# ---- block 1 ----
block_1/class_map.png
Drawn at 4 px/µm. Fill, decap, tap and diode cells in grey.
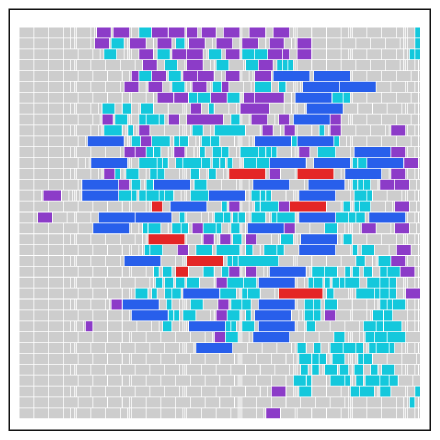

### config.mk
export PLATFORM = sky130hd
export DESIGN_NAME = vga_scope_scan_ctrl
export DESIGN_NICKNAME = d
export VERILOG_FILES = /design/src/rtl/vga_scope_scan_ctrl.sv
export SDC_FILE = /design/constraint.sdc
export NUM_CORES = 1
export LEC_CHECK = 0
export CAP_MARGIN = 20
export CORE_MARGIN = 2
export CORE_UTILIZATION = 28
export CTS_BUF_LIST = sky130_fd_sc_hd__clkbuf_16
export CTS_CLUSTER_DIAMETER = 30
export DETAILED_ROUTE_END_ITERATION = 8
export PLACE_DENSITY_LB_ADDON = 0.3
export SLEW_MARGIN = 5
export SYNTH_ARGS = -nofsm -noshare
export SYNTH_HDL_FRONTEND = slang
export SYNTH_SLANG_ARGS = --single-unit
### constraint.sdc
create_clock -name clk_25MHz -period 3.08 [get_ports clk_25MHz]
set_input_delay 0.616 -clock clk_25MHz [delete_from_list [all_inputs] [get_ports clk_25MHz]]
set_output_delay 0.616 -clock clk_25MHz [all_outputs]
set_load 0.02 [all_outputs]
### src/rtl/vga_scope_scan_ctrl.sv
// Purpose: 640x480@60 VGA scan-out with trace/graticule render; single-port sample RAM arbiter (display reads win, writer fills free cycles).
// Latency: counter-to-pin 2 cycles for sync and colour; write grant/ack is combinational in the issuing cycle.
// Backpressure: wr_req waits unbounded for a free cycle; SCOPE_VBLANK_ONLY_WR_EN restricts grants to vertical blanking lines.
module vga_scope_scan_ctrl #(
    parameter int H_SYNC   = 96,
    parameter int H_BP     = 48,
    parameter int H_ACTIVE = 640,
    parameter int H_FP     = 16,
    parameter int V_SYNC   = 2,
    parameter int V_BP     = 33,
    parameter int V_ACTIVE = 480,
    parameter int V_FP     = 10,
    parameter int ADDR_W   = 10,
    parameter int DATA_W   = 8
) (
    input  logic              clk_25MHz,
    input  logic              rst_n,
    input  logic              wr_req,
    input  logic [ADDR_W-1:0] wr_addr,
    input  logic [DATA_W-1:0] wr_data,
    output logic              wr_ack,
    output logic              mem_en,
    output logic              mem_we,
    output logic [ADDR_W-1:0] mem_addr,
    output logic [DATA_W-1:0] mem_wdata,
    input  logic [DATA_W-1:0] mem_rdata,
    output logic              frame_start,
    output logic              Hsynq,
    output logic              Vsynq,
    output logic [3:0]        Red,
    output logic [3:0]        Green,
    output logic [3:0]        Blue
);
    localparam int H_TOT = H_SYNC + H_BP + H_ACTIVE + H_FP;
    localparam int V_TOT = V_SYNC + V_BP + V_ACTIVE + V_FP;
    localparam int HW    = $clog2(H_TOT);
    localparam int VW    = $clog2(V_TOT);
    localparam int CW    = VW + DATA_W;

    localparam logic [HW-1:0] H_LAST     = HW'(H_TOT - 1);
    localparam logic [HW-1:0] H_START    = HW'(H_SYNC + H_BP);
    localparam logic [HW-1:0] H_END      = HW'(H_TOT - H_FP);
    localparam logic [HW-1:0] H_SYNC_END = HW'(H_SYNC);
    localparam logic [VW-1:0] V_LAST     = VW'(V_TOT - 1);
    localparam logic [VW-1:0] V_START    = VW'(V_SYNC + V_BP);
    localparam logic [VW-1:0] V_END      = VW'(V_TOT - V_FP);
    localparam logic [VW-1:0] V_SYNC_END = VW'(V_SYNC);
    localparam logic [VW-1:0] Y_LAST     = VW'(V_ACTIVE - 1);
    localparam logic [HW-1:0] GRID_X     = HW'(64);
    localparam logic [VW-1:0] GRID_Y     = VW'(60);

    logic [HW-1:0] h_cnt;
    logic [VW-1:0] v_cnt;
    logic          h_act, v_act, act0, wr_permit, grant;
    logic [HW-1:0] x0;
    logic [VW-1:0] y0;

    logic          act1, hs1, vs1;
    logic [HW-1:0] x1;
    logic [VW-1:0] y1;

    logic [CW-1:0] trace_tgt;
    logic          trace_hit, grid_hit;
    logic [3:0]    red_n, green_n, blue_n;

    always_ff @(posedge clk_25MHz or negedge rst_n) begin
        if (!rst_n) begin
            h_cnt <= '0;
            v_cnt <= '0;
        end else if (h_cnt == H_LAST) begin
            h_cnt <= '0;
            v_cnt <= (v_cnt == V_LAST) ? '0 : v_cnt + 1'b1;
        end else begin
            h_cnt <= h_cnt + 1'b1;
        end
    end

    always_comb begin
        h_act = (h_cnt >= H_START) && (h_cnt < H_END);
        v_act = (v_cnt >= V_START) && (v_cnt < V_END);
        act0  = h_act && v_act;
        x0    = h_cnt - H_START;
        y0    = v_cnt - V_START;
    end

`ifdef SCOPE_VBLANK_ONLY_WR_EN
    assign wr_permit = !v_act;
`else
    assign wr_permit = !act0;
`endif

    // rst_n gates the port combinationally so a reset kills an in-flight write at once
    assign grant       = rst_n && wr_permit && wr_req;
    assign wr_ack      = grant;
    assign frame_start = rst_n && (h_cnt == '0) && (v_cnt == '0);

    always_comb begin
        mem_en    = 1'b0;
        mem_we    = 1'b0;
        mem_addr  = '0;
        mem_wdata = '0;
        if (rst_n && act0) begin
            mem_en   = 1'b1;
            mem_addr = ADDR_W'(x0);
        end else if (grant) begin
            mem_en    = 1'b1;
            mem_we    = 1'b1;
            mem_addr  = wr_addr;
            mem_wdata = wr_data;
        end
    end

    always_ff @(posedge clk_25MHz or negedge rst_n) begin
        if (!rst_n) begin
            act1 <= 1'b0;
            hs1  <= 1'b0;
            vs1  <= 1'b0;
            x1   <= '0;
            y1   <= '0;
        end else begin
            act1 <= act0;
            hs1  <= (h_cnt < H_SYNC_END);
            vs1  <= (v_cnt < V_SYNC_END);
            x1   <= x0;
            y1   <= y0;
        end
    end

    // Sample s sits on rows where (479-y)>>1 == s, so the top of the screen shows the largest value
    always_comb begin
        trace_tgt = CW'((Y_LAST - y1) >> 1);
        trace_hit = (CW'(mem_rdata) == trace_tgt);
        grid_hit  = ((x1 % GRID_X) == '0) || ((y1 % GRID_Y) == '0);
        red_n     = 4'h0;
        green_n   = 4'h0;
        blue_n    = 4'h0;
        if (act1) begin
            if (trace_hit) begin
                green_n = 4'hF;
            end else if (grid_hit) begin
                red_n   = 4'h4;
                green_n = 4'h4;
                blue_n  = 4'h4;
            end
        end
    end

    always_ff @(posedge clk_25MHz or negedge rst_n) begin
        if (!rst_n) begin
            Hsynq <= 1'b0;
            Vsynq <= 1'b0;
            Red   <= 4'h0;
            Green <= 4'h0;
            Blue  <= 4'h0;
        end else begin
            Hsynq <= hs1;
            Vsynq <= vs1;
            Red   <= red_n;
            Green <= green_n;
            Blue  <= blue_n;
        end
    end
endmodule

# ---- block 2 ----
==> src/rtl/pwm_device_v2.sv <==
// pwm_device_v2: one shared counter driving OUTPUTS compare channels, with edge/centre
// alignment, clock prescaler, per-output polarity and a period-boundary interrupt.
// Optional build macro PWM_SHADOW_EN: TOP/COMPARE writes land in shadow copies that load
// into the active copies at the period boundary (or every clk while disabled).
module pwm_device_v2 #(
    parameter logic [7:0]  ID          = 8'h01,
    parameter int unsigned OUTPUTS     = 4,
    parameter int unsigned WIDTH       = 16,
    parameter int unsigned CLOCK_WIDTH = 32
) (
    input  logic               clk,
    input  logic               rst,
    input  logic               peripheralEnable,
    input  logic               peripheralBus_we,
    input  logic               peripheralBus_oe,
    output logic               peripheralBus_busy,
    input  logic [15:0]        peripheralBus_address,
    input  logic [3:0]         peripheralBus_byteSelect,
    input  logic [31:0]        peripheralBus_dataWrite,
    output logic [31:0]        peripheralBus_dataRead,
    output logic               requestOutput,
    output logic [OUTPUTS-1:0] pwm_en,
    output logic [OUTPUTS-1:0] pwm_out,
    output logic               pwm_irq
);

    localparam logic [5:0] CMP_BASE_WORD = 6'd4;

    function automatic logic [31:0] merge_bytes(input logic [31:0] old_v,
                                                input logic [31:0] new_v,
                                                input logic [3:0]  be);
        for (int i = 0; i < 4; i++) begin
            merge_bytes[8*i +: 8] = be[i] ? new_v[8*i +: 8] : old_v[8*i +: 8];
        end
    endfunction

    logic                          en_q, en_d, center_q, center_d;
    logic                          irq_en_q, irq_en_d, irq_pending_q, irq_pending_d;
    logic [OUTPUTS-1:0]            out_en_q, out_en_d, invert_q, invert_d;
    logic [CLOCK_WIDTH-1:0]        prescale_q, prescale_d, pscnt_q, pscnt_d;
    logic [WIDTH-1:0]              top_q, top_d, counter_q, counter_d;
    logic [OUTPUTS-1:0][WIDTH-1:0] cmp_q, cmp_d;
    logic                          dir_down_q, dir_down_d;
    logic [OUTPUTS-1:0]            pwm_out_q, pwm_out_d;

    logic [WIDTH-1:0]              top_act;
    logic [OUTPUTS-1:0][WIDTH-1:0] cmp_act;
    logic                          tick, boundary;

    logic [5:0]  off_word, cmp_idx;
    logic        word_ok, id_match, wr_en;
    logic        sel_cfg, sel_pre, sel_top, sel_cnt, sel_cmp, mapped;
    logic [31:0] cfg_rd, cfg_wr, rd_data;
    logic        unused_cfg_bits;

    // Address decode for this device's register window
    assign off_word = peripheralBus_address[7:2];
    assign cmp_idx  = off_word - CMP_BASE_WORD;
    assign word_ok  = (peripheralBus_address[1:0] == 2'b00);
    assign id_match = (peripheralBus_address[15:8] == ID);
    assign sel_cfg  = word_ok && (off_word == 6'd0);
    assign sel_pre  = word_ok && (off_word == 6'd1);
    assign sel_top  = word_ok && (off_word == 6'd2);
    assign sel_cnt  = word_ok && (off_word == 6'd3);
    assign sel_cmp  = word_ok && (off_word >= CMP_BASE_WORD) && (32'(cmp_idx) < OUTPUTS);
    assign mapped   = sel_cfg || sel_pre || sel_top || sel_cnt || sel_cmp;
    assign wr_en    = peripheralEnable && peripheralBus_we && id_match;

    // Register file writes with byte lanes; IRQ_PENDING is set by hardware, cleared by W1C
    always_comb begin
        cfg_rd                  = '0;
        cfg_rd[0]               = en_q;
        cfg_rd[1]               = center_q;
        cfg_rd[2]               = irq_en_q;
        cfg_rd[3]               = irq_pending_q;
        cfg_rd[8 +: OUTPUTS]    = out_en_q;
        cfg_rd[16 +: OUTPUTS]   = invert_q;
        cfg_wr = merge_bytes(cfg_rd, peripheralBus_dataWrite, peripheralBus_byteSelect);

        en_d          = en_q;
        center_d      = center_q;
        irq_en_d      = irq_en_q;
        irq_pending_d = irq_pending_q;
        out_en_d      = out_en_q;
        invert_d      = invert_q;
        prescale_d    = prescale_q;
        top_d         = top_q;
        cmp_d         = cmp_q;

        if (wr_en && sel_cfg) begin
            en_d     = cfg_wr[0];
            center_d = cfg_wr[1];
            irq_en_d = cfg_wr[2];
            out_en_d = cfg_wr[8 +: OUTPUTS];
            invert_d = cfg_wr[16 +: OUTPUTS];
            if (peripheralBus_byteSelect[0] && peripheralBus_dataWrite[3]) begin
                irq_pending_d = 1'b0;
            end
        end
        if (wr_en && sel_pre) begin
            prescale_d = CLOCK_WIDTH'(merge_bytes(32'(prescale_q), peripheralBus_dataWrite,
                                                  peripheralBus_byteSelect));
        end
        if (wr_en && sel_top) begin
            top_d = WIDTH'(merge_bytes(32'(top_q), peripheralBus_dataWrite,
                                       peripheralBus_byteSelect));
        end
        for (int unsigned k = 0; k < OUTPUTS; k++) begin
            if (wr_en && sel_cmp && (cmp_idx == 6'(k))) begin
                cmp_d[k] = WIDTH'(merge_bytes(32'(cmp_q[k]), peripheralBus_dataWrite,
                                              peripheralBus_byteSelect));
            end
        end
        // A set at the boundary wins over a simultaneous clear
        if (boundary && irq_en_q) begin
            irq_pending_d = 1'b1;
        end
    end

    assign unused_cfg_bits = ^cfg_wr;

`ifdef PWM_SHADOW_EN
    logic [WIDTH-1:0]              top_act_q, top_act_d;
    logic [OUTPUTS-1:0][WIDTH-1:0] cmp_act_q, cmp_act_d;

    // Active copies follow the shadows at each period boundary, or continuously while idle
    always_comb begin
        top_act_d = top_act_q;
        cmp_act_d = cmp_act_q;
        if (!en_q || boundary) begin
            top_act_d = top_q;
            cmp_act_d = cmp_q;
        end
    end

    // Active copy registers
    always_ff @(posedge clk or negedge rst) begin
        if (!rst) begin
            top_act_q <= '0;
            cmp_act_q <= '0;
        end else begin
            top_act_q <= top_act_d;
            cmp_act_q <= cmp_act_d;
        end
    end

    assign top_act = top_act_q;
    assign cmp_act = cmp_act_q;
`else
    assign top_act = top_q;
    assign cmp_act = cmp_q;
`endif

    // Prescaler and shared counter; disabling or switching mode restarts from 0 counting up
    always_comb begin
        pscnt_d    = pscnt_q;
        counter_d  = counter_q;
        dir_down_d = dir_down_q;
        tick       = 1'b0;
        boundary   = 1'b0;
        if (!en_d || (en_q && (center_d != center_q))) begin
            pscnt_d    = '0;
            counter_d  = '0;
            dir_down_d = 1'b0;
        end else if (en_q) begin
            if (pscnt_q >= prescale_q) begin
                tick    = 1'b1;
                pscnt_d = '0;
            end else begin
                pscnt_d = pscnt_q + CLOCK_WIDTH'(1);
            end
            if (tick) begin
                if (!center_q) begin
                    if (counter_q >= top_act) begin
                        counter_d = '0;
                        boundary  = 1'b1;
                    end else begin
                        counter_d = counter_q + WIDTH'(1);
                    end
                end else if (top_act == '0) begin
                    counter_d  = '0;
                    dir_down_d = 1'b0;
                    boundary   = 1'b1;
                end else if (dir_down_q || (counter_q >= top_act)) begin
                    // Reaching 0 on the way down closes the period and turns back up
                    if (counter_q <= WIDTH'(1)) begin
                        counter_d  = '0;
                        dir_down_d = 1'b0;
                        boundary   = 1'b1;
                    end else begin
                        counter_d  = counter_q - WIDTH'(1);
                        dir_down_d = 1'b1;
                    end
                end else begin
                    counter_d = counter_q + WIDTH'(1);
                end
            end
        end
    end

    // Compare outputs with polarity; idle level is the INVERT bit
    always_comb begin
        pwm_out_d = '0;
        for (int unsigned k = 0; k < OUTPUTS; k++) begin
            pwm_out_d[k] = en_q ? ((counter_q < cmp_act[k]) ^ invert_q[k]) : invert_q[k];
        end
    end

    // State registers
    always_ff @(posedge clk or negedge rst) begin
        if (!rst) begin
            en_q          <= 1'b0;
            center_q      <= 1'b0;
            irq_en_q      <= 1'b0;
            irq_pending_q <= 1'b0;
            out_en_q      <= '0;
            invert_q      <= '0;
            prescale_q    <= '0;
            top_q         <= '0;
            cmp_q         <= '0;
            pscnt_q       <= '0;
            counter_q     <= '0;
            dir_down_q    <= 1'b0;
            pwm_out_q     <= '0;
        end else begin
            en_q          <= en_d;
            center_q      <= center_d;
            irq_en_q      <= irq_en_d;
            irq_pending_q <= irq_pending_d;
            out_en_q      <= out_en_d;
            invert_q      <= invert_d;
            prescale_q    <= prescale_d;
            top_q         <= top_d;
            cmp_q         <= cmp_d;
            pscnt_q       <= pscnt_d;
            counter_q     <= counter_d;
            dir_down_q    <= dir_down_d;
            pwm_out_q     <= pwm_out_d;
        end
    end

    // Read mux; reads of TOP/COMPARE return the programmed (shadow) values
    always_comb begin
        rd_data = '0;
        if (sel_cfg) begin
            rd_data = cfg_rd;
        end else if (sel_pre) begin
            rd_data = 32'(prescale_q);
        end else if (sel_top) begin
            rd_data = 32'(top_q);
        end else if (sel_cnt) begin
            rd_data = 32'(counter_q);
        end else begin
            for (int unsigned k = 0; k < OUTPUTS; k++) begin
                if (sel_cmp && (cmp_idx == 6'(k))) begin
                    rd_data = 32'(cmp_q[k]);
                end
            end
        end
    end

    assign requestOutput          = peripheralEnable && peripheralBus_oe && id_match && mapped;
    assign peripheralBus_dataRead = requestOutput ? rd_data : '1;
    assign peripheralBus_busy     = 1'b0;
    assign pwm_en                 = out_en_q & {OUTPUTS{en_q}};
    assign pwm_out                = pwm_out_q;
    assign pwm_irq                = irq_pending_q && irq_en_q;

endmodule
==> config.mk <==
export PLATFORM = sky130hd
export DESIGN_NAME = pwm_device_v2
export DESIGN_NICKNAME = d
export VERILOG_FILES = /design/src/rtl/pwm_device_v2.sv
export SDC_FILE = /design/constraint.sdc
export NUM_CORES = 1
export LEC_CHECK = 0
export ABC_AREA = 0
export ABC_CLOCK_PERIOD_IN_PS = 8970
export CAP_MARGIN = 5
export CORE_ASPECT_RATIO = 1.5
export CORE_MARGIN = 5
export CORE_UTILIZATION = 60
export DETAILED_ROUTE_END_ITERATION = 10
export GPL_TIMING_DRIVEN = 0
export PLACE_DENSITY = 0.82
export SKIP_LAST_GASP = 1
export SYNTH_ARGS = -nofsm -noshare
export SYNTH_HDL_FRONTEND = slang
export SYNTH_SLANG_ARGS = --single-unit
==> constraint.sdc <==
create_clock -name clk -period 8.97 [get_ports clk]
set_clock_uncertainty 0.15 [all_clocks]
set_input_delay 1.794 -clock clk [delete_from_list [all_inputs] [get_ports clk]]
set_output_delay 1.794 -clock clk [all_outputs]
set_load 0.01 [all_outputs]

==> notes/layouts.md <==
Pictures saved along the way, in no particular order.

Congestion heat map.
Plate I
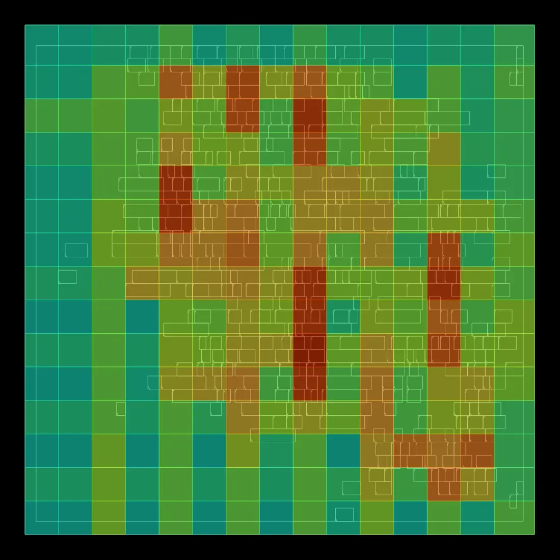
Plate II
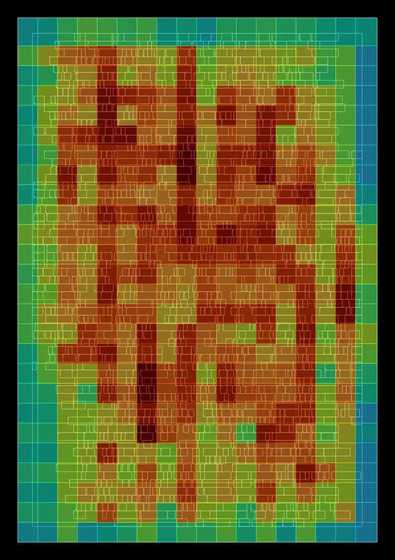
| from | picture |
|---|---|
| block 2 | Plate II |
| block 1 | Plate I |

block_2/class_map.png
Drawn at 2 px/µm. Fill, decap, tap and diode cells in grey.
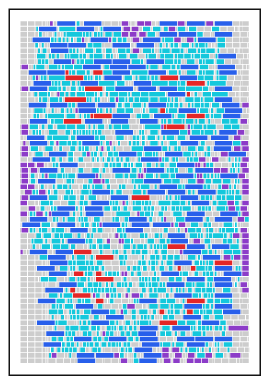
Key: cyan = remaining logic cells [cells 1060, share of their area 54%]; red = clock drivers and dummy loads [cells 32, share of their area 4.2%]; blue = sequential cells [cells 177, share of their area 33%]; purple = remaining buffers and delay cells [cells 148, share of their area 9.1%]

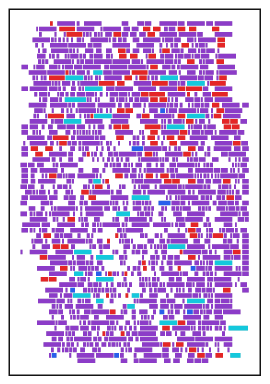
block_2/sizing.png
Drawn at 2 px/µm.
Key: blue = x3 and x4 [cells 10, share 0.71%, most used clkinvlp_4]; purple = x1 and smaller [cells 1258, share 89%, most used dfrtp_1]; cyan = x6 and larger [cells 27, share 1.9%, most used clkbuf_16]; red = x2 [cells 122, share 8.6%, most used mux2_2]

==> impl_metrics.toml, block 2 <==
# generated from flow reports
[final_layout]
register_area_um2 = 4429
layout.core_utilization_pct = 69.93
num-nets-final = 1573
num-nonclk-buffers = 148
fin_cells = 1677

[setup_path]
timing.critical_path.slowest_cell_delay_ps = 580
worstReg2RegStart = "prescale_q[17]"
worstSetupPathDepth = 12
crit_end = "peripheralBus_dataRead[11]"

[job]
openroad.warnings = 28

[min_path]
hold_path_startpoint = "invert_q[2]"
hold-path-cell-count = 1

[placement]
post_dp_cell_area_um2 = 13160
gp_congestion = 0.9905

[timing]
setup_tns_ps = 0
rsz_0062_raised_after_global_routing = "false"

[pwr]
pwr-share-comb_pct = 4.8
power.sequential.fraction_pct = 49.7
vdd.ir_drop.worst_v = 0.0001342

[route]
avgViaCountPerCell = 6.357
drt.antenna.violating_nets = 0
first_pass_iters = 5
postRouteWirelength_um = 36520
dr_wl_met2_um = 17510

[global_routing]
gr_met1_demand_resource_pct = 37.58
global_route_wire_length_before_repair_um = 57850

[status]
run_status = "finished clean"

[die]
die_h_um = 182.2
placement_rows = 63

[yosys]
xor_and_xnor_area_share_after_synthesis_pct = 1.772
post_synth_mux_area_share_pct = 11.07
block 2: cell usage in the layout (no fill, tap or decap), types with 18 or more instances in the layout:
master                            count
sky130_fd_sc_hd__nand4_1             23
sky130_fd_sc_hd__a21oi_1             53
sky130_fd_sc_hd__o21ai_0            108
sky130_fd_sc_hd__a22oi_1             21
sky130_fd_sc_hd__clkbuf_1            38
sky130_fd_sc_hd__and2_1              18
sky130_fd_sc_hd__nand3_1             37
sky130_fd_sc_hd__inv_1              130
sky130_fd_sc_hd__clkdlybuf4s50_1     93
sky130_fd_sc_hd__dfrtp_1            177
sky130_fd_sc_hd__nor2_1              63
sky130_fd_sc_hd__nand2_1            152
sky130_fd_sc_hd__mux2_2              87
sky130_fd_sc_hd__nor3_1              21
sky130_fd_sc_hd__or3_1               18
sky130_fd_sc_hd__ha_1               112
block 2: flip-flops by register name, indices dropped and copies added, names as in the netlist:
register,cells
counter_q,16
cmp_act,64
irq_en_q,1
en_q,1
top_act,16
center_q,1
pwm_out,4
invert_q,4
pscnt_q,32
irq_pending_q,1
prescale_q,32
dir_down_q,1
out_en_q,4
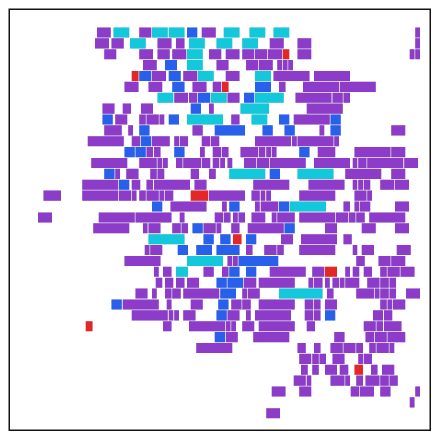
block_1/sizing.png
Drawn at 4 px/µm.
Key: cyan = x6 and larger [cells 27, share 6.9%, most used buf_6]; red = x2 [cells 8, share 2.0%]; blue = x3 and x4 [cells 48, share 12%, most used buf_4]; purple = x1 and smaller [cells 310, share 79%, most used dfrtp_1]

About block_1/class_map.png:
Key: red = clock drivers and dummy loads [cells 8, share of their area 4.5%]; blue = sequential cells [cells 44, share of their area 29%]; cyan = remaining logic cells [cells 245, share of their area 43%]; purple = remaining buffers and delay cells [cells 96, share of their area 24%]

==> impl_metrics.toml, block 1 <==
# generated from flow reports
[final_layout]
area_growth_syn_to_layout_pct = 40.12
fin_cells = 526
antennaDiodeCount = 0
layout.core_utilization_pct = 40.67

[route]
highest_layer = "met4"
wl_per_cell_um = 13.29
wl_met1_um = 3335

[global_routing]
grt_antenna_before_repair = 0

[setup_path]
critical_path.startpoint_type = "flop"
timing.critical_path.arrival_ps = 2430

[yosys]
synth.largest_area_cell = "sky130_fd_sc_hd__dfrtp_1"
synthTopCellsByCount = "sky130_fd_sc_hd__dfrtp_1, sky130_fd_sc_hd__nor2_1, sky130_fd_sc_hd__nand2_1"

[cts]
clock-sinks = 44
cts_root_buffer = "sky130_fd_sc_hd__clkbuf_16"
post_cts_resize_count = 46

[die]
die_h_um = 104.9

[pwr]
group_with_the_largest_share_of_power = "clock"

[placement]
dp.cells = 513

[status]
run_status = "finished clean"
[block 1: how the worst min path moves through the flow]
stage	startpoint	cells after the start	end	slack (ps)
floorplan	rst_n	0	Blue[2]	320
global placement	vs1	0	Vsynq	340
detailed placement	vs1	0	Vsynq	340
CTS	rst_n	1	x1[5]	220
global route	rst_n	1	x1[3]	230
finish	rst_n	1	x1[5]	220
[block 1: layer usage]
metal  track usage [%]  up-vias
met2             20.64       48
met3             2.308        4
met5                 0        -
met1             17.33     1140
met4             2.286        0
li1                  -     1237
[block 1: cells by family (layout without fill, tap and decap cells)]
kind of cell	count (synthesis)	after routing	share of synthesized area, %
buf+inv	39	116	7.638
simple gates	115	115	22.04
flops	44	44	38.63
other cells	1	6	0.1316
fa+ha+maj	12	12	5.180
mux	2	2	0.7024
xor+xnor	33	33	10.14
compound gates	65	65	15.54
[block 1: state kept, by name, indices dropped and copies added (netlist names), 2 cells and up]
signal / flops
x1: 6
Green: 2
v_cnt: 10
h_cnt: 10
y1: 10
[block 1: layout make-up]
class	count	area share, %
multi-input combinational	233	40.01
sequential	44	27.57
timing repair buffer	96	22.84
tap	133	4.167
clock buffer	5	3.133
clock inverter	3	1.159
inverter	12	1.128


## Gallery

Selected gate families.
(a)
Drawn at 2 px/µm.
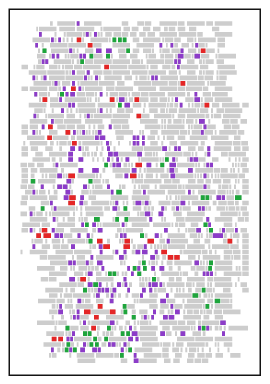
(b)
Drawn at 4 px/µm.
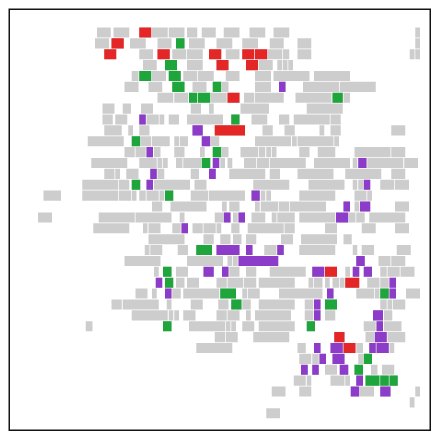
- (b) = block 1
- (a) = block 2
The one with the largest die is (a).
The one with the most cells is (a).

Power is estimated from default activity; no workload was simulated.
